######## ps2_host_tx ########
**ps2_host_tx: signal wires by layer**

Scale: 4 px per um.
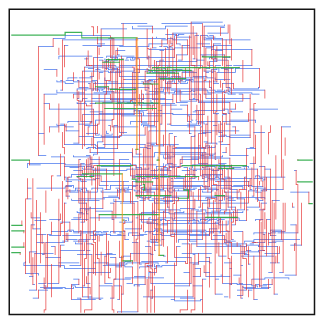

[src/rtl/ps2_host_tx.sv]
// rtl/ps2_host_tx.sv - PS/2 host-to-device command transmitter (open-drain, oe-driven)
module ps2_host_tx #(
    parameter int CLK_HZ      = 24000000,
    parameter int INHIBIT_US  = 120,
    parameter int START_TO_US = 15000,
    parameter int XFER_TO_US  = 2000,
    parameter int FILTER      = 8
) (
    input  logic       clk,
    input  logic       reset_n,
    input  logic [7:0] tx_data,
    input  logic       tx_valid,
    output logic       tx_ready,
    output logic       busy,
    output logic       done,
    output logic       err,
    output logic [1:0] err_code,
    input  logic       ps2_clk_i,
    input  logic       ps2_dat_i,
    output logic       ps2_clk_oe,
    output logic       ps2_dat_oe
);

    localparam int CYC_PER_US = CLK_HZ / 1000000;
    localparam int INH_CYC    = CYC_PER_US * INHIBIT_US;
    localparam int START_CYC  = CYC_PER_US * START_TO_US;
    localparam int XFER_CYC   = CYC_PER_US * XFER_TO_US;
    localparam int MAX_CYC    = (START_CYC > XFER_CYC) ?
                                ((START_CYC > INH_CYC) ? START_CYC : INH_CYC) :
                                ((XFER_CYC > INH_CYC) ? XFER_CYC : INH_CYC);
    localparam int TW         = $clog2(MAX_CYC + 1);
    localparam int FW         = (FILTER > 1) ? $clog2(FILTER) : 1;

    localparam logic [2:0] S_IDLE      = 3'd0;
    localparam logic [2:0] S_INHIBIT   = 3'd1;
    localparam logic [2:0] S_START     = 3'd2;
    localparam logic [2:0] S_BITS      = 3'd3;
    localparam logic [2:0] S_ACK       = 3'd4;
    localparam logic [2:0] S_WAIT_IDLE = 3'd5;
    localparam logic [2:0] S_FAIL      = 3'd6;

    logic [1:0]    sync1;
    logic [1:0]    sync2;
    logic [1:0]    filt;
    logic [FW-1:0] fcnt [2];
    logic          clk_fall;

    logic [2:0]    state;
    logic [7:0]    shreg;
    logic          parity;
    logic [3:0]    bit_idx;
    logic [TW-1:0] timer;
    logic          xfer_expired;

    // Index 0 is the clock line, index 1 the data line; both idle high.
    always_ff @(posedge clk or negedge reset_n) begin
        if (!reset_n) begin
            sync1    <= 2'b11;
            sync2    <= 2'b11;
            filt     <= 2'b11;
            fcnt[0]  <= '0;
            fcnt[1]  <= '0;
            clk_fall <= 1'b0;
        end else begin
            sync1    <= {ps2_dat_i, ps2_clk_i};
            sync2    <= sync1;
            clk_fall <= 1'b0;
            for (int i = 0; i < 2; i++) begin
                if (sync2[i] == filt[i]) begin
                    fcnt[i] <= '0;
                end else if (fcnt[i] == FW'(FILTER - 1)) begin
                    fcnt[i] <= '0;
                    filt[i] <= sync2[i];
                    if (i == 0) begin
                        clk_fall <= ~sync2[i];
                    end
                end else begin
                    fcnt[i] <= fcnt[i] + 1'b1;
                end
            end
        end
    end

    assign xfer_expired = (timer == TW'(XFER_CYC - 1));
    assign tx_ready     = (state == S_IDLE);
    assign busy         = (state != S_IDLE);

    always_ff @(posedge clk or negedge reset_n) begin
        if (!reset_n) begin
            state      <= S_IDLE;
            shreg      <= '0;
            parity     <= 1'b0;
            bit_idx    <= '0;
            timer      <= '0;
            ps2_clk_oe <= 1'b0;
            ps2_dat_oe <= 1'b0;
            done       <= 1'b0;
            err        <= 1'b0;
            err_code   <= 2'b00;
        end else begin
            done <= 1'b0;
            err  <= 1'b0;
            case (state)
                S_IDLE: begin
                    ps2_clk_oe <= 1'b0;
                    ps2_dat_oe <= 1'b0;
                    if (tx_valid) begin
                        shreg      <= tx_data;
                        parity     <= ~^tx_data;
                        err_code   <= 2'b00;
                        timer      <= '0;
                        ps2_clk_oe <= 1'b1;
                        state      <= S_INHIBIT;
                    end
                end
                S_INHIBIT: begin
                    timer <= timer + 1'b1;
                    // Start bit goes out while the clock is still held low.
                    if (timer == TW'(INH_CYC - 2)) begin
                        ps2_dat_oe <= 1'b1;
                    end
                    if (timer == TW'(INH_CYC - 1)) begin
                        ps2_clk_oe <= 1'b0;
                        timer      <= '0;
                        state      <= S_START;
                    end
                end
                S_START: begin
                    if (clk_fall) begin
                        ps2_dat_oe <= ~shreg[0];
                        bit_idx    <= 4'd1;
                        timer      <= '0;
                        state      <= S_BITS;
                    end else if (timer == TW'(START_CYC - 1)) begin
                        ps2_dat_oe <= 1'b0;
                        err        <= 1'b1;
                        err_code   <= 2'b01;
                        state      <= S_FAIL;
                    end else begin
                        timer <= timer + 1'b1;
                    end
                end
                S_BITS: begin
                    timer <= timer + 1'b1;
                    if (clk_fall) begin
                        bit_idx <= bit_idx + 1'b1;
                        if (bit_idx == 4'd9) begin
                            ps2_dat_oe <= 1'b0;
                            state      <= S_ACK;
                        end else if (bit_idx == 4'd8) begin
                            ps2_dat_oe <= ~parity;
                        end else begin
                            ps2_dat_oe <= ~shreg[bit_idx[2:0]];
                        end
                    end else if (xfer_expired) begin
                        ps2_dat_oe <= 1'b0;
                        err        <= 1'b1;
                        err_code   <= 2'b10;
                        state      <= S_FAIL;
                    end
                end
                S_ACK: begin
                    timer <= timer + 1'b1;
                    if (clk_fall) begin
                        if (!filt[1]) begin
                            state <= S_WAIT_IDLE;
                        end else begin
                            err      <= 1'b1;
                            err_code <= 2'b11;
                            state    <= S_FAIL;
                        end
                    end else if (xfer_expired) begin
                        err      <= 1'b1;
                        err_code <= 2'b10;
                        state    <= S_FAIL;
                    end
                end
                S_WAIT_IDLE: begin
                    timer <= timer + 1'b1;
                    if (filt == 2'b11) begin
                        done  <= 1'b1;
                        state <= S_IDLE;
                    end else if (xfer_expired) begin
                        err      <= 1'b1;
                        err_code <= 2'b10;
                        state    <= S_FAIL;
                    end
                end
                S_FAIL: begin
                    ps2_clk_oe <= 1'b0;
                    ps2_dat_oe <= 1'b0;
                    state      <= S_IDLE;
                end
                default: begin
                    ps2_clk_oe <= 1'b0;
                    ps2_dat_oe <= 1'b0;
                    state      <= S_IDLE;
                end
            endcase
        end
    end

endmodule
[config.mk]
export PLATFORM = sky130hd
export DESIGN_NAME = ps2_host_tx
export DESIGN_NICKNAME = d
export VERILOG_FILES = /design/src/rtl/ps2_host_tx.sv
export SDC_FILE = /design/constraint.sdc
export NUM_CORES = 1
export LEC_CHECK = 0
export CORE_MARGIN = 2
export CORE_UTILIZATION = 59
export CTS_CLUSTER_DIAMETER = 80
export DETAILED_ROUTE_END_ITERATION = 8
export PLACE_DENSITY = 0.84
export SETUP_SLACK_MARGIN = 0.2
export SLEW_MARGIN = 40
export SYNTH_ARGS = -nofsm -noshare
export SYNTH_HDL_FRONTEND = slang
export SYNTH_SLANG_ARGS = --single-unit
[constraint.sdc]
create_clock -name clk -period 2.5 [get_ports clk]
set_input_delay 0.375 -clock clk [delete_from_list [all_inputs] [get_ports clk]]
set_output_delay 0.375 -clock clk [all_outputs]
set_load 0.005 [all_outputs]
######## formatted_recv_flat ########
### config.mk
export PLATFORM = sky130hd
export DESIGN_NAME = formatted_recv_flat
export DESIGN_NICKNAME = d
export VERILOG_FILES = /design/src/rtl/formatted_recv_if.sv /design/src/rtl/formatted_recv.sv /design/src/flat_wrapper.sv
export SDC_FILE = /design/constraint.sdc
export NUM_CORES = 1
export LEC_CHECK = 0
export CORE_ASPECT_RATIO = 2
export CORE_MARGIN = 1
export CORE_UTILIZATION = 59
export DETAILED_ROUTE_END_ITERATION = 10
export PLACE_DENSITY = 0.8
export SETUP_SLACK_MARGIN = 0.02
export SLEW_MARGIN = 20
export SYNTH_ARGS = -nofsm -noshare
export SYNTH_HDL_FRONTEND = slang
export SYNTH_SLANG_ARGS = --single-unit
### constraint.sdc
create_clock -name CLK_50M -period 3.25 [get_ports CLK_50M]
set_input_delay 0.325 -clock CLK_50M [delete_from_list [all_inputs] [get_ports CLK_50M]]
set_output_delay 0.325 -clock CLK_50M [all_outputs]
set_load 0.01 [all_outputs]
### src/rtl/formatted_recv_if.sv
// Host-side serial line plus decoded command outputs of the ASCII debug receiver.
interface formatted_recv_if;
  logic        uart_rxd;
  logic [11:0] addr;
  logic [7:0]  data;
  logic        cmd_valid;
  logic        cmd_err;
  logic        rx_busy;

  // Host side: drives the serial line and observes decoded commands.
  modport master (
    output uart_rxd,
    input  addr, data, cmd_valid, cmd_err, rx_busy
  );

  // Receiver side.
  modport slave (
    input  uart_rxd,
    output addr, data, cmd_valid, cmd_err, rx_busy
  );
endinterface

### src/rtl/formatted_recv.sv
// UART receiver (8 data bits, optional even parity, 1 stop) feeding a parser
// for "AAA: DD\n" write commands.
module formatted_recv #(
  parameter int unsigned CLK_FREQ  = 50_000_000,
  parameter int unsigned BAUD      = 9600,
  parameter bit          PARITY_EN = 1'b1
) (
  input logic             CLK_50M,
  input logic             rst_n,
  formatted_recv_if.slave bus
);

  localparam int unsigned BIT_TICKS = CLK_FREQ / BAUD;
  localparam int unsigned HALF      = BIT_TICKS / 2;
  localparam int unsigned TW        = $clog2(BIT_TICKS + 1);
  localparam logic [7:0]  CH_LF     = 8'h0A;
  localparam logic [7:0]  CH_CR     = 8'h0D;

  typedef enum logic [2:0] {RX_IDLE, RX_START, RX_DATA, RX_PARITY, RX_STOP} rx_state_t;
  typedef enum logic [3:0] {P_A0, P_A1, P_A2, P_COL, P_SP, P_D0, P_D1, P_LF, P_ERR} p_state_t;

  logic           r_sync1, r_sync2, r_sync_d;
  rx_state_t      r_rx_state, w_rx_next;
  logic [TW-1:0]  r_tick;
  logic [2:0]     r_bitcnt;
  logic [7:0]     r_shift;
  logic           r_bad;
  logic           w_fall, w_half, w_full, w_byte_stb, w_byte_bad;

  p_state_t       r_p_state, w_p_next;
  logic [11:0]    r_addr_sh, w_addr_sh_n, r_addr, w_addr_n;
  logic [7:0]     r_data_sh, w_data_sh_n, r_data, w_data_n;
  logic           r_cmd_valid, w_valid_n, r_cmd_err, w_err_n;
  logic [4:0]     w_hex;
  logic           w_ok;

  assign w_fall     = r_sync_d & ~r_sync2;
  assign w_half     = (r_tick == TW'(HALF - 1));
  assign w_full     = (r_tick == TW'(BIT_TICKS - 1));
  assign w_byte_bad = r_bad | ~r_sync2;

  // Two-flop synchronizer plus previous-value flop for edge detection.
  always_ff @(posedge CLK_50M or negedge rst_n) begin
    if (!rst_n) begin
      r_sync1  <= 1'b1;
      r_sync2  <= 1'b1;
      r_sync_d <= 1'b1;
    end else begin
      r_sync1  <= bus.uart_rxd;
      r_sync2  <= r_sync1;
      r_sync_d <= r_sync2;
    end
  end

  // RX state register.
  always_ff @(posedge CLK_50M or negedge rst_n) begin
    if (!rst_n) r_rx_state <= RX_IDLE;
    else        r_rx_state <= w_rx_next;
  end

  // RX next-state and byte strobe; stop sample returns straight to IDLE.
  always_comb begin
    w_rx_next  = r_rx_state;
    w_byte_stb = 1'b0;
    case (r_rx_state)
      RX_IDLE:   if (w_fall) w_rx_next = RX_START;
      RX_START:  if (w_half) w_rx_next = r_sync2 ? RX_IDLE : RX_DATA;
      RX_DATA:   if (w_full && r_bitcnt == 3'd7) w_rx_next = PARITY_EN ? RX_PARITY : RX_STOP;
      RX_PARITY: if (w_full) w_rx_next = RX_STOP;
      RX_STOP:   if (w_full) begin
                   w_rx_next  = RX_IDLE;
                   w_byte_stb = 1'b1;
                 end
      default:   w_rx_next = RX_IDLE;
    endcase
  end

  // Bit timing, shift register and parity/framing status.
  always_ff @(posedge CLK_50M or negedge rst_n) begin
    if (!rst_n) begin
      r_tick   <= '0;
      r_bitcnt <= '0;
      r_shift  <= '0;
      r_bad    <= 1'b0;
    end else begin
      if (r_rx_state == RX_IDLE || (r_rx_state == RX_START && w_half) || w_full)
        r_tick <= '0;
      else
        r_tick <= r_tick + 1'b1;
      if (r_rx_state == RX_IDLE) begin
        r_bitcnt <= '0;
        r_bad    <= 1'b0;
      end
      if (r_rx_state == RX_DATA && w_full) begin
        r_bitcnt <= r_bitcnt + 1'b1;
        r_shift  <= {r_sync2, r_shift[7:1]};
      end
      if (r_rx_state == RX_PARITY && w_full)
        r_bad <= r_bad | (^r_shift ^ r_sync2);
    end
  end

  // Hex digit decode: {valid, nibble}.
  always_comb begin
    w_hex = '0;
    if (r_shift >= 8'h30 && r_shift <= 8'h39)      w_hex = {1'b1, r_shift[3:0]};
    else if (r_shift >= 8'h41 && r_shift <= 8'h46) w_hex = {1'b1, 4'(r_shift - 8'h37)};
    else if (r_shift >= 8'h61 && r_shift <= 8'h66) w_hex = {1'b1, 4'(r_shift - 8'h57)};
  end

  // Parser state and output registers.
  always_ff @(posedge CLK_50M or negedge rst_n) begin
    if (!rst_n) begin
      r_p_state   <= P_A0;
      r_addr_sh   <= '0;
      r_data_sh   <= '0;
      r_addr      <= '0;
      r_data      <= '0;
      r_cmd_valid <= 1'b0;
      r_cmd_err   <= 1'b0;
    end else begin
      r_p_state   <= w_p_next;
      r_addr_sh   <= w_addr_sh_n;
      r_data_sh   <= w_data_sh_n;
      r_addr      <= w_addr_n;
      r_data      <= w_data_n;
      r_cmd_valid <= w_valid_n;
      r_cmd_err   <= w_err_n;
    end
  end

  // Parser next-state: CR always skipped, LF in P_A0 ignored, errors park in P_ERR until LF.
  always_comb begin
    w_p_next    = r_p_state;
    w_addr_sh_n = r_addr_sh;
    w_data_sh_n = r_data_sh;
    w_addr_n    = r_addr;
    w_data_n    = r_data;
    w_valid_n   = 1'b0;
    w_err_n     = 1'b0;
    w_ok        = 1'b0;
    if (w_byte_stb) begin
      if (r_p_state == P_ERR) begin
        if (r_shift == CH_LF) w_p_next = P_A0;
      end else if (!w_byte_bad && r_shift == CH_CR) begin
        w_ok = 1'b1;
      end else if (!w_byte_bad && r_p_state == P_A0 && r_shift == CH_LF) begin
        w_ok = 1'b1;
      end else begin
        if (!w_byte_bad) begin
          case (r_p_state)
            P_A0, P_A1, P_A2: if (w_hex[4]) begin
              w_ok        = 1'b1;
              w_addr_sh_n = {r_addr_sh[7:0], w_hex[3:0]};
              w_p_next    = (r_p_state == P_A0) ? P_A1 : (r_p_state == P_A1) ? P_A2 : P_COL;
            end
            P_COL: if (r_shift == 8'h3A) begin w_ok = 1'b1; w_p_next = P_SP; end
            P_SP:  if (r_shift == 8'h20) begin w_ok = 1'b1; w_p_next = P_D0; end
            P_D0, P_D1: if (w_hex[4]) begin
              w_ok        = 1'b1;
              w_data_sh_n = {r_data_sh[3:0], w_hex[3:0]};
              w_p_next    = (r_p_state == P_D0) ? P_D1 : P_LF;
            end
            P_LF: if (r_shift == CH_LF) begin
              w_ok      = 1'b1;
              w_addr_n  = r_addr_sh;
              w_data_n  = r_data_sh;
              w_valid_n = 1'b1;
              w_p_next  = P_A0;
            end
            default: w_ok = 1'b0;
          endcase
        end
        if (!w_ok) begin
          w_err_n  = 1'b1;
          w_p_next = (r_shift == CH_LF) ? P_A0 : P_ERR;
        end
      end
    end
  end

  assign bus.addr      = r_addr;
  assign bus.data      = r_data;
  assign bus.cmd_valid = r_cmd_valid;
  assign bus.cmd_err   = r_cmd_err;
  assign bus.rx_busy   = (r_rx_state != RX_IDLE);

endmodule

### src/flat_wrapper.sv
// flat-port wrapper written by rule: the top's interface ports become plain ports
module formatted_recv_flat 
#(
  parameter int unsigned CLK_FREQ  = 50_000_000,
  parameter int unsigned BAUD      = 9600,
  parameter bit          PARITY_EN = 1'b1
)
  (CLK_50M, rst_n, bus_uart_rxd, bus_addr, bus_data, bus_cmd_valid, bus_cmd_err, bus_rx_busy);
  formatted_recv_if bus_i ();
  input logic CLK_50M;
  input logic rst_n;
  input wire logic [$bits(bus_i.uart_rxd)-1:0] bus_uart_rxd;
  output wire logic [$bits(bus_i.addr)-1:0] bus_addr;
  output wire logic [$bits(bus_i.data)-1:0] bus_data;
  output wire logic [$bits(bus_i.cmd_valid)-1:0] bus_cmd_valid;
  output wire logic [$bits(bus_i.cmd_err)-1:0] bus_cmd_err;
  output wire logic [$bits(bus_i.rx_busy)-1:0] bus_rx_busy;
  assign bus_i.uart_rxd = bus_uart_rxd;
  assign bus_addr = bus_i.addr;
  assign bus_data = bus_i.data;
  assign bus_cmd_valid = bus_i.cmd_valid;
  assign bus_cmd_err = bus_i.cmd_err;
  assign bus_rx_busy = bus_i.rx_busy;
  formatted_recv #(.CLK_FREQ(CLK_FREQ), .BAUD(BAUD), .PARITY_EN(PARITY_EN)) u_core (.CLK_50M(CLK_50M), .rst_n(rst_n), .bus(bus_i));
endmodule
######## reorder_buffer ########
`src/rtl/reorder_buffer.sv`:
```
// Circular reorder buffer: allocates ids at issue, captures CDB results,
// answers operand-readiness queries and retires in order with mispredict flush.
module reorder_buffer #(
    parameter int ROBSZ = 16,
    parameter int ROBBW = 5,
    parameter int REGBW = 5
) (
    input  logic             clk,
    input  logic             rst,
    input  logic             rdy,
    input  logic             alloc_valid,
    input  logic [REGBW-1:0] alloc_rd,
    output logic [ROBBW-1:0] alloc_id,
    output logic             full,
    input  logic             wb_valid,
    input  logic [ROBBW-1:0] wb_id,
    input  logic [31:0]      wb_val,
    input  logic             wb_mispredict,
    input  logic [31:0]      wb_target,
    input  logic [ROBBW-1:0] id1,
    input  logic [ROBBW-1:0] id2,
    output logic             id1_ready,
    output logic             id2_ready,
    output logic [31:0]      id1_val,
    output logic [31:0]      id2_val,
    output logic             flag_ROB,
    output logic [REGBW-1:0] rd_ROB,
    output logic [31:0]      id_ROB,
    output logic [31:0]      val_ROB,
    output logic             flush,
    output logic [31:0]      flush_pc
);
    localparam int IW = (ROBSZ > 1) ? $clog2(ROBSZ) : 1;
    localparam int CW = $clog2(ROBSZ + 1);
    localparam logic [IW-1:0]    LAST  = IW'(ROBSZ - 1);
    localparam logic [ROBBW-1:0] MAXID = ROBBW'(ROBSZ);

    logic             busy_q  [ROBSZ];
    logic             ready_q [ROBSZ];
    logic             misp_q  [ROBSZ];
    logic [REGBW-1:0] rd_q    [ROBSZ];
    logic [31:0]      val_q   [ROBSZ];
    logic [31:0]      tgt_q   [ROBSZ];

    logic [IW-1:0]    head_q, head_d, tail_q, tail_d;
    logic [CW-1:0]    count_q, count_d;

    logic             flag_q, flush_q;
    logic [REGBW-1:0] crd_q;
    logic [31:0]      cid_q, cval_q, fpc_q;

    logic             do_alloc, do_commit, do_flush, wb_hit;
    logic [IW-1:0]    wb_idx;

    logic [ROBBW-1:0] qid  [2];
    logic             qrdy [2];
    logic [31:0]      qval [2];
    logic [IW-1:0]    qidx [2];

    assign full     = (count_q == CW'(ROBSZ));
    assign alloc_id = ROBBW'(tail_q) + ROBBW'(1);

    assign wb_idx = IW'(wb_id - ROBBW'(1));
    assign wb_hit = rdy && wb_valid && (wb_id != '0) &&
                    (wb_id <= MAXID) && busy_q[wb_idx];

    assign qid[0]    = id1;
    assign qid[1]    = id2;
    assign id1_ready = qrdy[0];
    assign id2_ready = qrdy[1];
    assign id1_val   = qval[0];
    assign id2_val   = qval[1];

    // A result on the CDB this cycle wins over the stored slot state.
    always_comb begin
        for (int p = 0; p < 2; p++) begin
            qrdy[p] = 1'b0;
            qval[p] = '0;
            qidx[p] = IW'(qid[p] - ROBBW'(1));
            if (qid[p] != '0) begin
                if (wb_valid && (wb_id == qid[p])) begin
                    qrdy[p] = 1'b1;
                    qval[p] = wb_val;
                end else if (qid[p] <= MAXID) begin
                    qrdy[p] = busy_q[qidx[p]] && ready_q[qidx[p]];
                    qval[p] = val_q[qidx[p]];
                end
            end
        end
    end

    always_comb begin
        do_alloc  = rdy && alloc_valid && !full;
        do_commit = rdy && busy_q[head_q] && ready_q[head_q];
        do_flush  = do_commit && misp_q[head_q];
        head_d    = head_q;
        tail_d    = tail_q;
        count_d   = count_q;
        if (do_flush) begin
            head_d  = '0;
            tail_d  = '0;
            count_d = '0;
        end else begin
            if (do_commit)
                head_d = (head_q == LAST) ? '0 : head_q + IW'(1);
            if (do_alloc)
                tail_d = (tail_q == LAST) ? '0 : tail_q + IW'(1);
            count_d = count_q + CW'(do_alloc) - CW'(do_commit);
        end
    end

    always_ff @(posedge clk or negedge rst) begin
        if (!rst) begin
            head_q  <= '0;
            tail_q  <= '0;
            count_q <= '0;
        end else begin
            head_q  <= head_d;
            tail_q  <= tail_d;
            count_q <= count_d;
        end
    end

    always_ff @(posedge clk or negedge rst) begin
        if (!rst) begin
            for (int i = 0; i < ROBSZ; i++) begin
                busy_q[i]  <= 1'b0;
                ready_q[i] <= 1'b0;
                misp_q[i]  <= 1'b0;
                rd_q[i]    <= '0;
                val_q[i]   <= '0;
                tgt_q[i]   <= '0;
            end
        end else if (do_flush) begin
            for (int i = 0; i < ROBSZ; i++)
                busy_q[i] <= 1'b0;
        end else begin
            if (do_commit)
                busy_q[head_q] <= 1'b0;
            if (do_alloc) begin
                busy_q[tail_q]  <= 1'b1;
                ready_q[tail_q] <= 1'b0;
                misp_q[tail_q]  <= 1'b0;
                rd_q[tail_q]    <= alloc_rd;
            end
            if (wb_hit) begin
                ready_q[wb_idx] <= 1'b1;
                val_q[wb_idx]   <= wb_val;
                misp_q[wb_idx]  <= wb_mispredict;
                tgt_q[wb_idx]   <= wb_target;
            end
        end
    end

    always_ff @(posedge clk or negedge rst) begin
        if (!rst) begin
            flag_q  <= 1'b0;
            crd_q   <= '0;
            cid_q   <= '0;
            cval_q  <= '0;
            flush_q <= 1'b0;
            fpc_q   <= '0;
        end else if (rdy) begin
            flag_q  <= do_commit && (rd_q[head_q] != '0);
            crd_q   <= do_commit ? rd_q[head_q] : '0;
            cid_q   <= do_commit ? 32'(head_q) + 32'd1 : '0;
            cval_q  <= do_commit ? val_q[head_q] : '0;
            flush_q <= do_flush;
            fpc_q   <= do_flush ? tgt_q[head_q] : '0;
        end
    end

    assign flag_ROB = flag_q;
    assign rd_ROB   = crd_q;
    assign id_ROB   = cid_q;
    assign val_ROB  = cval_q;
    assign flush    = flush_q;
    assign flush_pc = fpc_q;
endmodule

```
`config.mk`:
```
export PLATFORM = sky130hd
export DESIGN_NAME = reorder_buffer
export DESIGN_NICKNAME = d
export VERILOG_FILES = /design/src/rtl/reorder_buffer.sv
export SDC_FILE = /design/constraint.sdc
export NUM_CORES = 2
export LEC_CHECK = 0
export ABC_CLOCK_PERIOD_IN_PS = 4000
export CAP_MARGIN = 20
export CORE_MARGIN = 2
export CORE_UTILIZATION = 45
export CTS_CLUSTER_DIAMETER = 50
export CTS_CLUSTER_SIZE = 30
export DETAILED_ROUTE_END_ITERATION = 7
export PLACE_DENSITY_LB_ADDON = 0.12
export SLEW_MARGIN = 10
export SYNTH_ARGS = -nofsm -noshare
export SYNTH_HDL_FRONTEND = slang
export SYNTH_SLANG_ARGS = --single-unit
export TNS_END_PERCENT = 1
```
`constraint.sdc`:
```
create_clock -name clk -period 4 [get_ports clk]
set_clock_uncertainty 0.1 [all_clocks]
set_input_delay 0.6 -clock clk [delete_from_list [all_inputs] [get_ports clk]]
set_output_delay 0.6 -clock clk [all_outputs]
set_load 0.005 [all_outputs]
```
**reorder_buffer: floorplan with the power grid**

Scale: 1 px per um. Pins as bars on the die edge. Tap cells in grey.
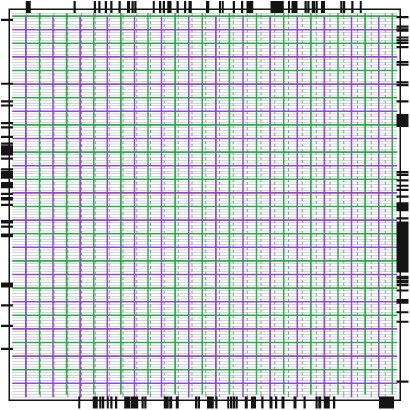
[green] VDD
[purple] VSS
tap cells: 1930
met1 rails: 142

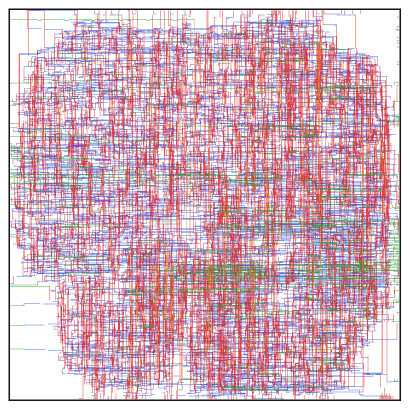
**Above:** reorder_buffer (signal wires by layer).
Scale: 1 px per um.
[blue] M1 | wire length: 85.1 mm
[orange] M4 | wire length: 5840 um
[red] M2 | wire length: 94.6 mm
[green] M3 | wire length: 12900 um
[purple] M5 | wire length: 82.8 um

==> impl_metrics.tcl, reorder_buffer <==
# collected from the flow reports
set metrics [dict create \
    status "finished clean" \
    slowest_delay_ns 0.58 \
    antenna_cells 3 \
    ys_area_mm2 0.0669 \
    path_cells "clkdlybuf4s50_1, nor3_1, buf_4, xnor2_4, buf_4, mux4_2, nor2_1, a221o_1, a21boi_0, buf_4, clkdlybuf4s50_1" \
    route.met3.wl_mm 12.9 \
    ys_types 64 \
    drt_iter0_drc 3385 \
    seq_area_frac_synth_pct 46.4 \
    vias 41100 \
    edf_count 0 \
    dp_cells 6240 \
    drt_wl_total_mm 199 \
    drtAntennaViolNets 0 \
    place_hpwl_mm 118 \
    ys_sh_mux_pct 42.9 \
    sh_seq_area_pct 39.5 \
    dr.max_layer_used "met5" \
    yosysWarnings 0 \
    fin_tns_setup_ns 0 \
    comb_power_mw 10.4 \
    initial_core_util_pct 45.3 \
    required_ns 3.30 \
    finalHoldViolCount 0 \
    ys_sh_aoi_pct 4.03 \
    dieArea_mm2 0.152 \
    tightest_slew_ns 1.07 \
    drt-met1-wl_mm 85.1 \
    nets 4610 \
    lay_top_cells "1237 x dfrtp_1, 869 x mux2_2, 621 x mux4_2, 250 x mux2_4, 216 x clkdlybuf4s50_1" \
]
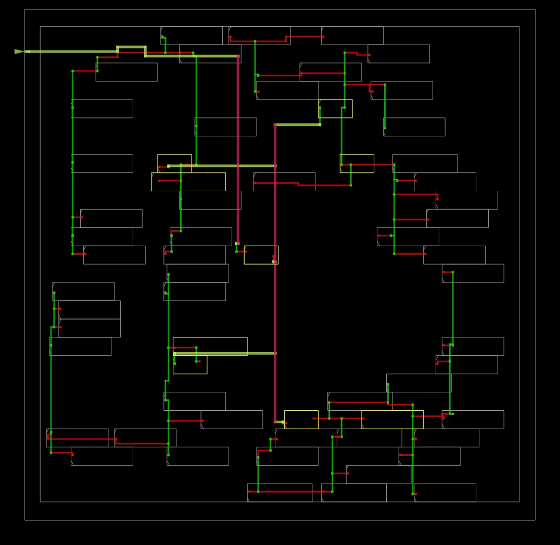
**Above:** ps2_host_tx (the clock network).
clock tree sinks: 54
clock buffer count: 6
Worst Skew: 0.0116 ns
flop count: 54
clk latency late pin: 0.31 ns

Notes on 'signal wires by layer' of ps2_host_tx above:
[green] M3 | wire length: 270 um
[orange] M4 | wire length: 93.8 um
[red] M2 | wire length: 3280 um
[blue] M1 | wire length: 2770 um

==> impl_metrics.tcl, ps2_host_tx <==
# collected from the flow reports
set metrics [dict create \
    status "finished clean" \
    ioPinCount 21 \
    p_comb_share_pct 35.6 \
    grt_util_met2_pct 41.5 \
    place_hpwl_mm 4.60 \
    max_cap_violations 0 \
    ys_sh_adder_pct 3.69 \
    synth-cells-yosys 315 \
    simple_gate_share_pct 22.6 \
    synth_top_area_share_pct 39.3 \
    cts_root_buf "clkbuf_8" \
    tightest_slew_ns 0.642 \
    seq_power_mw 1.32 \
    drt_iter0_drc 241 \
    slew_headroom_pct 57.2 \
    taps 70 \
    p_clk_mw 0.704 \
    cts.path.max_buffers 2 \
    place_ws_ns 0.310 \
    syn_inst 315 \
    cts_max_level 2 \
    crit_slowest_cell "or4b_4" \
    top_area_cell "dfrtp_1" \
    path_cells "or4b_4, nor3_4, a311oi_4, a2111oi_4, buf_4, nor2_1" \
]
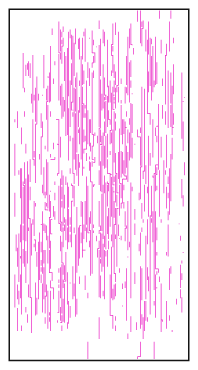
**Above:** formatted_recv_flat (signal wires on met2).
Scale: 3 px per um.
nets with wire on the layer: 342
wire length on this layer: 4220 um
main direction: vertical
share of all routed wire: 56%

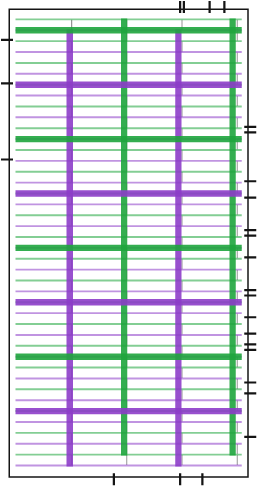
**Above:** formatted_recv_flat (floorplan with the power grid).
Scale: 4 px per um. Pins as bars on the die edge. Tap cells in grey.
[purple] VSS
[green] VDD
signal pins: 26
met5 straps: 8

==> impl_metrics.tcl, formatted_recv_flat <==
# collected from the flow reports
set metrics [dict create \
    die_y_um 117 \
    seq_power_mw 1.07 \
    ff_count 77 \
    comb_power_mw 0.186 \
    postCtsHoldBufs 0 \
    grt.met1_usage_pct 25.8 \
    seq_area_frac_synth_pct 49.8 \
    crit_slowest_cell "dfrtp_1" \
    drt_iter0_drc 114 \
    ys_top_logic_family "simple AND/OR/NAND/NOR gates" \
    switching_share_pct 23.4 \
    area_leaders "dfrtp_1 48%, mux2_1 8.4%, ha_1 5.8%" \
    hold_path.class "in2async" \
    synth-async-reset-ratio_pct 100 \
    vias 2661 \
    status "finished clean" \
    grt.total_usage_pct 24.8 \
    postCtsResizedCells 0 \
    clock-sinks 77 \
    place_ws_ns 0.283 \
    edf_count 0 \
    antenna_cells 0 \
]

######## arith_arbiter ########
===== config.mk =====
export PLATFORM = sky130hd
export DESIGN_NAME = arith_arbiter
export DESIGN_NICKNAME = d
export VERILOG_FILES = /design/src/rtl/arith_arbiter.sv
export SDC_FILE = /design/constraint.sdc
export NUM_CORES = 1
export LEC_CHECK = 0
export CORE_MARGIN = 10
export CORE_UTILIZATION = 45
export CTS_CLUSTER_SIZE = 8
export DETAILED_ROUTE_END_ITERATION = 7
export PLACE_DENSITY = 0.87
export SYNTH_ARGS = -nofsm -noshare
export SYNTH_HDL_FRONTEND = slang
export SYNTH_SLANG_ARGS = --single-unit

===== constraint.sdc =====
create_clock -name CLK -period 5.3 [get_ports CLK]
set_clock_uncertainty 0.05 [all_clocks]
set_input_delay 1.06 -clock CLK [delete_from_list [all_inputs] [get_ports CLK]]
set_output_delay 1.06 -clock CLK [all_outputs]
set_load 0.03 [all_outputs]

===== src/rtl/arith_arbiter.sv =====
// rtl/arith_arbiter.sv - two-requester round-robin arbiter in front of a shared arithmetic unit
// One operation is in flight at a time; divide-by-zero is answered locally without using the unit.
module arith_arbiter #(
    parameter int IN_WIDTH  = 16,
    parameter int OUT_WIDTH = 32
) (
    input  logic                 CLK,
    input  logic                 RST,
    input  logic                 REQ0_VALID,
    input  logic [IN_WIDTH-1:0]  REQ0_A,
    input  logic [IN_WIDTH-1:0]  REQ0_B,
    input  logic [1:0]           REQ0_FUN,
    output logic                 REQ0_READY,
    input  logic                 REQ1_VALID,
    input  logic [IN_WIDTH-1:0]  REQ1_A,
    input  logic [IN_WIDTH-1:0]  REQ1_B,
    input  logic [1:0]           REQ1_FUN,
    output logic                 REQ1_READY,
    output logic                 RSP_VALID,
    output logic                 RSP_ID,
    output logic [OUT_WIDTH-1:0] RSP_DATA,
    output logic                 RSP_ERR,
    input  logic                 RSP_READY,
    output logic [IN_WIDTH-1:0]  AU_A,
    output logic [IN_WIDTH-1:0]  AU_B,
    output logic [1:0]           AU_FUN,
    output logic                 AU_EN,
    input  logic [OUT_WIDTH-1:0] AU_OUT,
    input  logic                 AU_FLAG
);

    typedef enum logic [1:0] {
        S_IDLE  = 2'd0,
        S_ISSUE = 2'd1,
        S_WAIT  = 2'd2,
        S_RESP  = 2'd3
    } state_t;

    state_t               state_q, state_d;
    logic                 last_gnt_q;
    logic [IN_WIDTH-1:0]  a_q, b_q;
    logic [1:0]           fun_q;
    logic                 id_q;
    logic [OUT_WIDTH-1:0] rsp_data_q;
    logic                 rsp_err_q;

    logic                 gnt_id;
    logic                 accept;
    logic                 div_zero;
    logic [IN_WIDTH-1:0]  sel_a, sel_b;
    logic [1:0]           sel_fun;

    // Contention goes to the requester that was not served last.
    always_comb begin
        if (REQ0_VALID && REQ1_VALID) begin
            gnt_id = ~last_gnt_q;
        end else begin
            gnt_id = REQ1_VALID;
        end
    end

    assign sel_a    = gnt_id ? REQ1_A   : REQ0_A;
    assign sel_b    = gnt_id ? REQ1_B   : REQ0_B;
    assign sel_fun  = gnt_id ? REQ1_FUN : REQ0_FUN;
    assign div_zero = (sel_fun == 2'b11) && (sel_b == '0);
    assign accept   = REQ0_READY || REQ1_READY;

    always_ff @(posedge CLK) begin
        if (!RST) begin
            state_q <= S_IDLE;
        end else begin
            state_q <= state_d;
        end
    end

    always_comb begin
        state_d = state_q;
        case (state_q)
            S_IDLE:  if (accept) state_d = div_zero ? S_RESP : S_ISSUE;
            S_ISSUE: state_d = S_WAIT;
            S_WAIT:  state_d = S_RESP;
            S_RESP:  if (RSP_READY) state_d = S_IDLE;
            default: state_d = S_IDLE;
        endcase
    end

    always_ff @(posedge CLK) begin
        if (!RST) begin
            last_gnt_q <= 1'b1;
            a_q        <= '0;
            b_q        <= '0;
            fun_q      <= '0;
            id_q       <= 1'b0;
            rsp_data_q <= '0;
            rsp_err_q  <= 1'b0;
        end else begin
            if (accept) begin
                a_q        <= sel_a;
                b_q        <= sel_b;
                fun_q      <= sel_fun;
                id_q       <= gnt_id;
                last_gnt_q <= gnt_id;
                if (div_zero) begin
                    rsp_data_q <= '0;
                    rsp_err_q  <= 1'b1;
                end
            end
            if (state_q == S_WAIT) begin
                rsp_data_q <= AU_OUT;
                rsp_err_q  <= !AU_FLAG;
            end
        end
    end

    // Every output is forced low while reset is held, independent of the state register.
    always_comb begin
        REQ0_READY = 1'b0;
        REQ1_READY = 1'b0;
        RSP_VALID  = 1'b0;
        RSP_ID     = 1'b0;
        RSP_DATA   = '0;
        RSP_ERR    = 1'b0;
        AU_EN      = 1'b0;
        AU_A       = '0;
        AU_B       = '0;
        AU_FUN     = '0;
        if (RST) begin
            RSP_ID   = id_q;
            RSP_DATA = rsp_data_q;
            RSP_ERR  = rsp_err_q;
            case (state_q)
                S_IDLE: begin
                    REQ0_READY = REQ0_VALID && !gnt_id;
                    REQ1_READY = REQ1_VALID && gnt_id;
                end
                S_ISSUE: begin
                    AU_EN  = 1'b1;
                    AU_A   = a_q;
                    AU_B   = b_q;
                    AU_FUN = fun_q;
                end
                S_RESP:  RSP_VALID = 1'b1;
                default: ;
            endcase
        end
    end

endmodule


######## os_array_ctrl ########
<file path="src/rtl/os_array_pkg.sv">
// Shared types and defaults for the output-stationary array tile sequencer.
package os_array_pkg;

    typedef enum logic [2:0] {
        IDLE  = 3'd0,
        FEED  = 3'd1,
        FLUSH = 3'd2,
        LOAD  = 3'd3,
        DRAIN = 3'd4
    } state_t;

    localparam int DEF_ARRAY_N   = 4;
    localparam int DEF_K_W       = 16;
    localparam int DEF_ACC_WIDTH = 32;

    // Wavefront skew: the last edge beat reaches PE(N-1,N-1) after N-1 row plus N-1 column hops.
    function automatic int skew_lat(input int n);
        return 2 * (n - 1);
    endfunction

endpackage

</file>
<file path="src/rtl/os_hs_cnt.sv">
// Up-counter with a terminal-count flag; it self-clears on the increment that reaches term.
module os_hs_cnt #(
    parameter int W = 4
) (
    input  logic         clk,
    input  logic         rst_n,
    input  logic         inc,
    input  logic [W-1:0] term,
    output logic         hit
);

    logic [W-1:0] cnt;

    // Compare one bit wider so that a term of all-ones never wraps.
    assign hit = inc && (({1'b0, cnt} + (W+1)'(1)) == {1'b0, term});

    always_ff @(posedge clk or negedge rst_n) begin
        if (!rst_n) begin
            cnt <= '0;
        end else if (inc) begin
            cnt <= hit ? '0 : cnt + W'(1);
        end
    end

endmodule

</file>
<file path="src/rtl/os_array_ctrl.sv">
// Tile sequencer for the output-stationary MAC array: feed, flush the skew, load shadows, drain rows.
// Optional performance counters are enabled by defining OS_ARRAY_CTRL_PERF_EN.
module os_array_ctrl
    import os_array_pkg::*;
#(
    parameter int ARRAY_N  = DEF_ARRAY_N,
    parameter int K_W      = DEF_K_W,
    parameter int SKEW_LAT = skew_lat(ARRAY_N)
) (
    input  logic           clk,
    input  logic           rst_n,
    input  logic           start_vld,
    output logic           start_rdy,
    input  logic [K_W-1:0] k_len,
    input  logic           op_vld,
    output logic           op_rdy,
    output logic           din_row_en,
    output logic           load_en,
    output logic           shift_en,
    output logic           res_vld,
    input  logic           res_rdy,
    output logic           busy,
    output logic           done
`ifdef OS_ARRAY_CTRL_PERF_EN
    ,
    output logic [31:0]    perf_bubble_cnt,
    output logic [31:0]    perf_stall_cnt,
    output logic [31:0]    perf_tile_cnt
`endif
);

    localparam int FW = (SKEW_LAT > 0) ? $clog2(SKEW_LAT + 1) : 1;
    localparam int DW = $clog2(ARRAY_N + 1);

    state_t         state;
    state_t         next_state;
    logic [K_W-1:0] k_q;
    logic           done_q;
    logic           beat_hit;
    logic           flush_hit;
    logic           drain_hit;

    os_hs_cnt #(.W(K_W)) u_beat_cnt (
        .clk   (clk),
        .rst_n (rst_n),
        .inc   ((state == FEED) && op_vld),
        .term  (k_q),
        .hit   (beat_hit)
    );

    os_hs_cnt #(.W(FW)) u_flush_cnt (
        .clk   (clk),
        .rst_n (rst_n),
        .inc   (state == FLUSH),
        .term  (FW'(SKEW_LAT)),
        .hit   (flush_hit)
    );

    os_hs_cnt #(.W(DW)) u_drain_cnt (
        .clk   (clk),
        .rst_n (rst_n),
        .inc   ((state == DRAIN) && res_rdy),
        .term  (DW'(ARRAY_N)),
        .hit   (drain_hit)
    );

    always_ff @(posedge clk or negedge rst_n) begin
        if (!rst_n) begin
            state  <= IDLE;
            k_q    <= '0;
            done_q <= 1'b0;
        end else begin
            state  <= next_state;
            done_q <= (state == DRAIN) && drain_hit;
            if ((state == IDLE) && start_vld) begin
                k_q <= k_len;
            end
        end
    end

    // A zero-depth tile skips straight to LOAD: the accumulators are already clear.
    always_comb begin
        next_state = state;
        case (state)
            IDLE:    if (start_vld) next_state = (k_len != '0) ? FEED : LOAD;
            FEED:    if (beat_hit)  next_state = (SKEW_LAT == 0) ? LOAD : FLUSH;
            FLUSH:   if (flush_hit) next_state = LOAD;
            LOAD:    next_state = DRAIN;
            DRAIN:   if (drain_hit) next_state = IDLE;
            default: next_state = IDLE;
        endcase
    end

    always_comb begin
        start_rdy  = (state == IDLE);
        op_rdy     = (state == FEED);
        din_row_en = (state == FEED) && op_vld;
        load_en    = (state == LOAD);
        res_vld    = (state == DRAIN);
        shift_en   = (state == DRAIN) && res_rdy;
        busy       = (state != IDLE);
        done       = done_q;
    end

`ifdef OS_ARRAY_CTRL_PERF_EN
    // Tile count advances on the final drain beat so it is current when done rises.
    always_ff @(posedge clk or negedge rst_n) begin
        if (!rst_n) begin
            perf_bubble_cnt <= '0;
            perf_stall_cnt  <= '0;
            perf_tile_cnt   <= '0;
        end else begin
            if ((state == FEED) && !op_vld && (perf_bubble_cnt != '1)) begin
                perf_bubble_cnt <= perf_bubble_cnt + 32'd1;
            end
            if ((state == DRAIN) && !res_rdy && (perf_stall_cnt != '1)) begin
                perf_stall_cnt <= perf_stall_cnt + 32'd1;
            end
            if ((state == DRAIN) && drain_hit && (perf_tile_cnt != '1)) begin
                perf_tile_cnt <= perf_tile_cnt + 32'd1;
            end
        end
    end
`endif

endmodule

</file>
<file path="config.mk">
export PLATFORM = sky130hd
export DESIGN_NAME = os_array_ctrl
export DESIGN_NICKNAME = d
export VERILOG_FILES = /design/src/rtl/os_array_pkg.sv /design/src/rtl/os_hs_cnt.sv /design/src/rtl/os_array_ctrl.sv
export SDC_FILE = /design/constraint.sdc
export NUM_CORES = 1
export LEC_CHECK = 0
export CAP_MARGIN = 20
export CORE_ASPECT_RATIO = 1.2
export CORE_UTILIZATION = 35
export DETAILED_ROUTE_END_ITERATION = 12
export MAX_ROUTING_LAYER = met4
export SETUP_SLACK_MARGIN = 0.4
export SYNTH_ARGS = -nofsm -noshare
export SYNTH_HDL_FRONTEND = slang
export SYNTH_SLANG_ARGS = --single-unit
</file>
<file path="constraint.sdc">
create_clock -name clk -period 2.44 [get_ports clk]
set_input_delay 0.732 -clock clk [delete_from_list [all_inputs] [get_ports clk]]
set_output_delay 0.732 -clock clk [all_outputs]
set_load 0.02 [all_outputs]
</file>
**os_array_ctrl: floorplan with the power grid**

Scale: 4 px per um. Pins as bars on the die edge. Tap cells in grey.
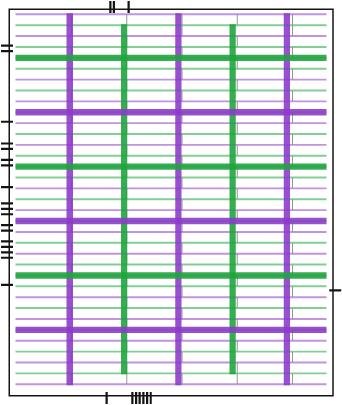
[purple] VSS
[green] VDD
signal pins: 29
met4 straps: 5
met1 rails: 35

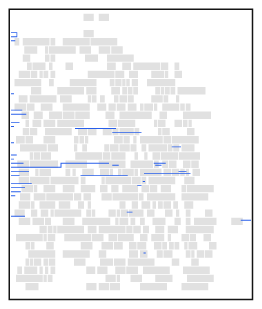
**Above:** os_array_ctrl (signal wires on met3).
Scale: 3 px per um. Cells faint in the background.
wire length on this layer: 159 um
main direction: horizontal
share of all routed wire: 2.4%

==> impl_metrics.tcl, os_array_ctrl <==
# collected from the flow reports
set metrics [dict create \
    status "finished clean" \
    die_y_um 96.3 \
    fin_area_mm2 0.00365 \
    dieArea_mm2 0.00776 \
    ir_worst_vdd_mv 0.376 \
    synth_area_mm2 0.00259 \
    drt-met1-wl_mm 2.95 \
    reg2reg_depth 8 \
    fin_crit_sh_pct 92.5 \
    fillerInstances 656 \
    p_clk_mw 0.553 \
    top_area_cell "dfrtp_1" \
    simple_gate_share_pct 24.8 \
    reg.largest.list "k_q (16), u_beat_cnt.cnt (16)" \
    seqPwrFrac_pct 38.6 \
    place_area_mm2 0.00317 \
    p_comb_share_pct 40.9 \
    synth_top_area_share_pct 40.5 \
    critPathBufInv 0 \
    finalHoldViolCount 0 \
]
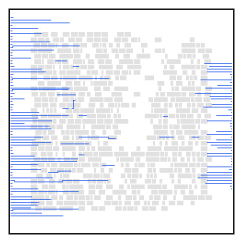
**Above:** arith_arbiter (signal wires on met3).
Scale: 2 px per um. Cells faint in the background.
wire length on this layer: 1330 um
longest straight run: 48.3 um
nets with wire on the layer: 132
main direction: horizontal

==> impl_metrics.tcl, arith_arbiter <==
# collected from the flow reports
set metrics [dict create \
    switching_share_pct 28.3 \
    clock_latency_ns 0.33 \
    grt_max_degree 98 \
    crit_start "state_q[1]" \
    status "finished clean" \
    cts_tree "done" \
    top_usage_layer "met2" \
    inverters 2 \
    place_area_mm2 0.00552 \
    layout-drive-gt1-share_pct 3.78 \
    postCtsHoldBufs 0 \
    signal_buffers 182 \
    power-top-group "registers" \
    largest-register "rsp_data_q" \
    grt.met3_usage_pct 9.39 \
]

## Gallery

The clock network.
picture 1
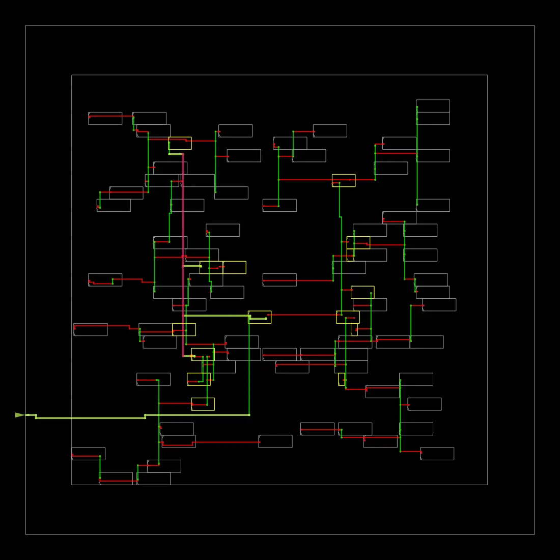
picture 2
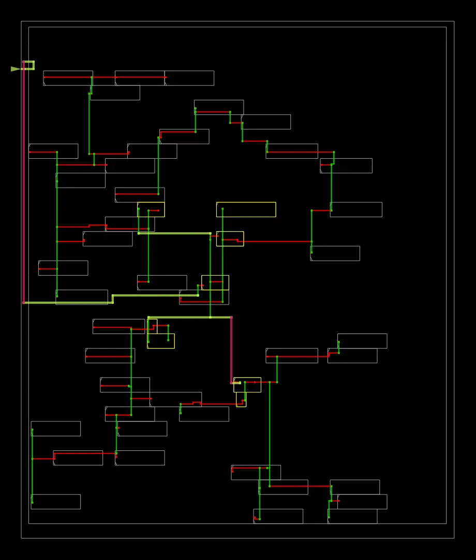
Of these, most clock buffers: picture 1
Picture 1 comes from arith_arbiter.
Picture 2 comes from os_array_ctrl.



==> screenshots <==
Signal wires on met3.
Plate I
Scale: 1 px per um. Cells faint in the background.
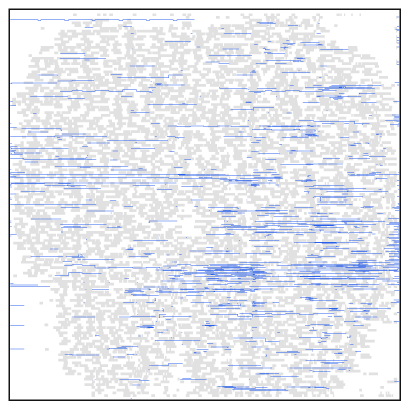
Plate II
Scale: 4 px per um. Cells faint in the background.
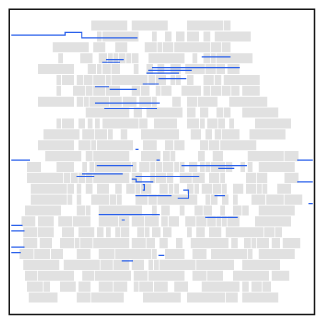
Plate III
Scale: 3 px per um. Cells faint in the background.
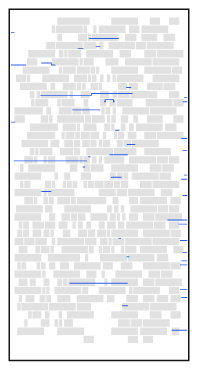
Of these, smallest die: Plate II
Of these, largest die: Plate I
Plate I comes from reorder_buffer.
Plate III comes from formatted_recv_flat.
Plate II comes from ps2_host_tx.

Power is estimated from default activity; no workload was simulated.
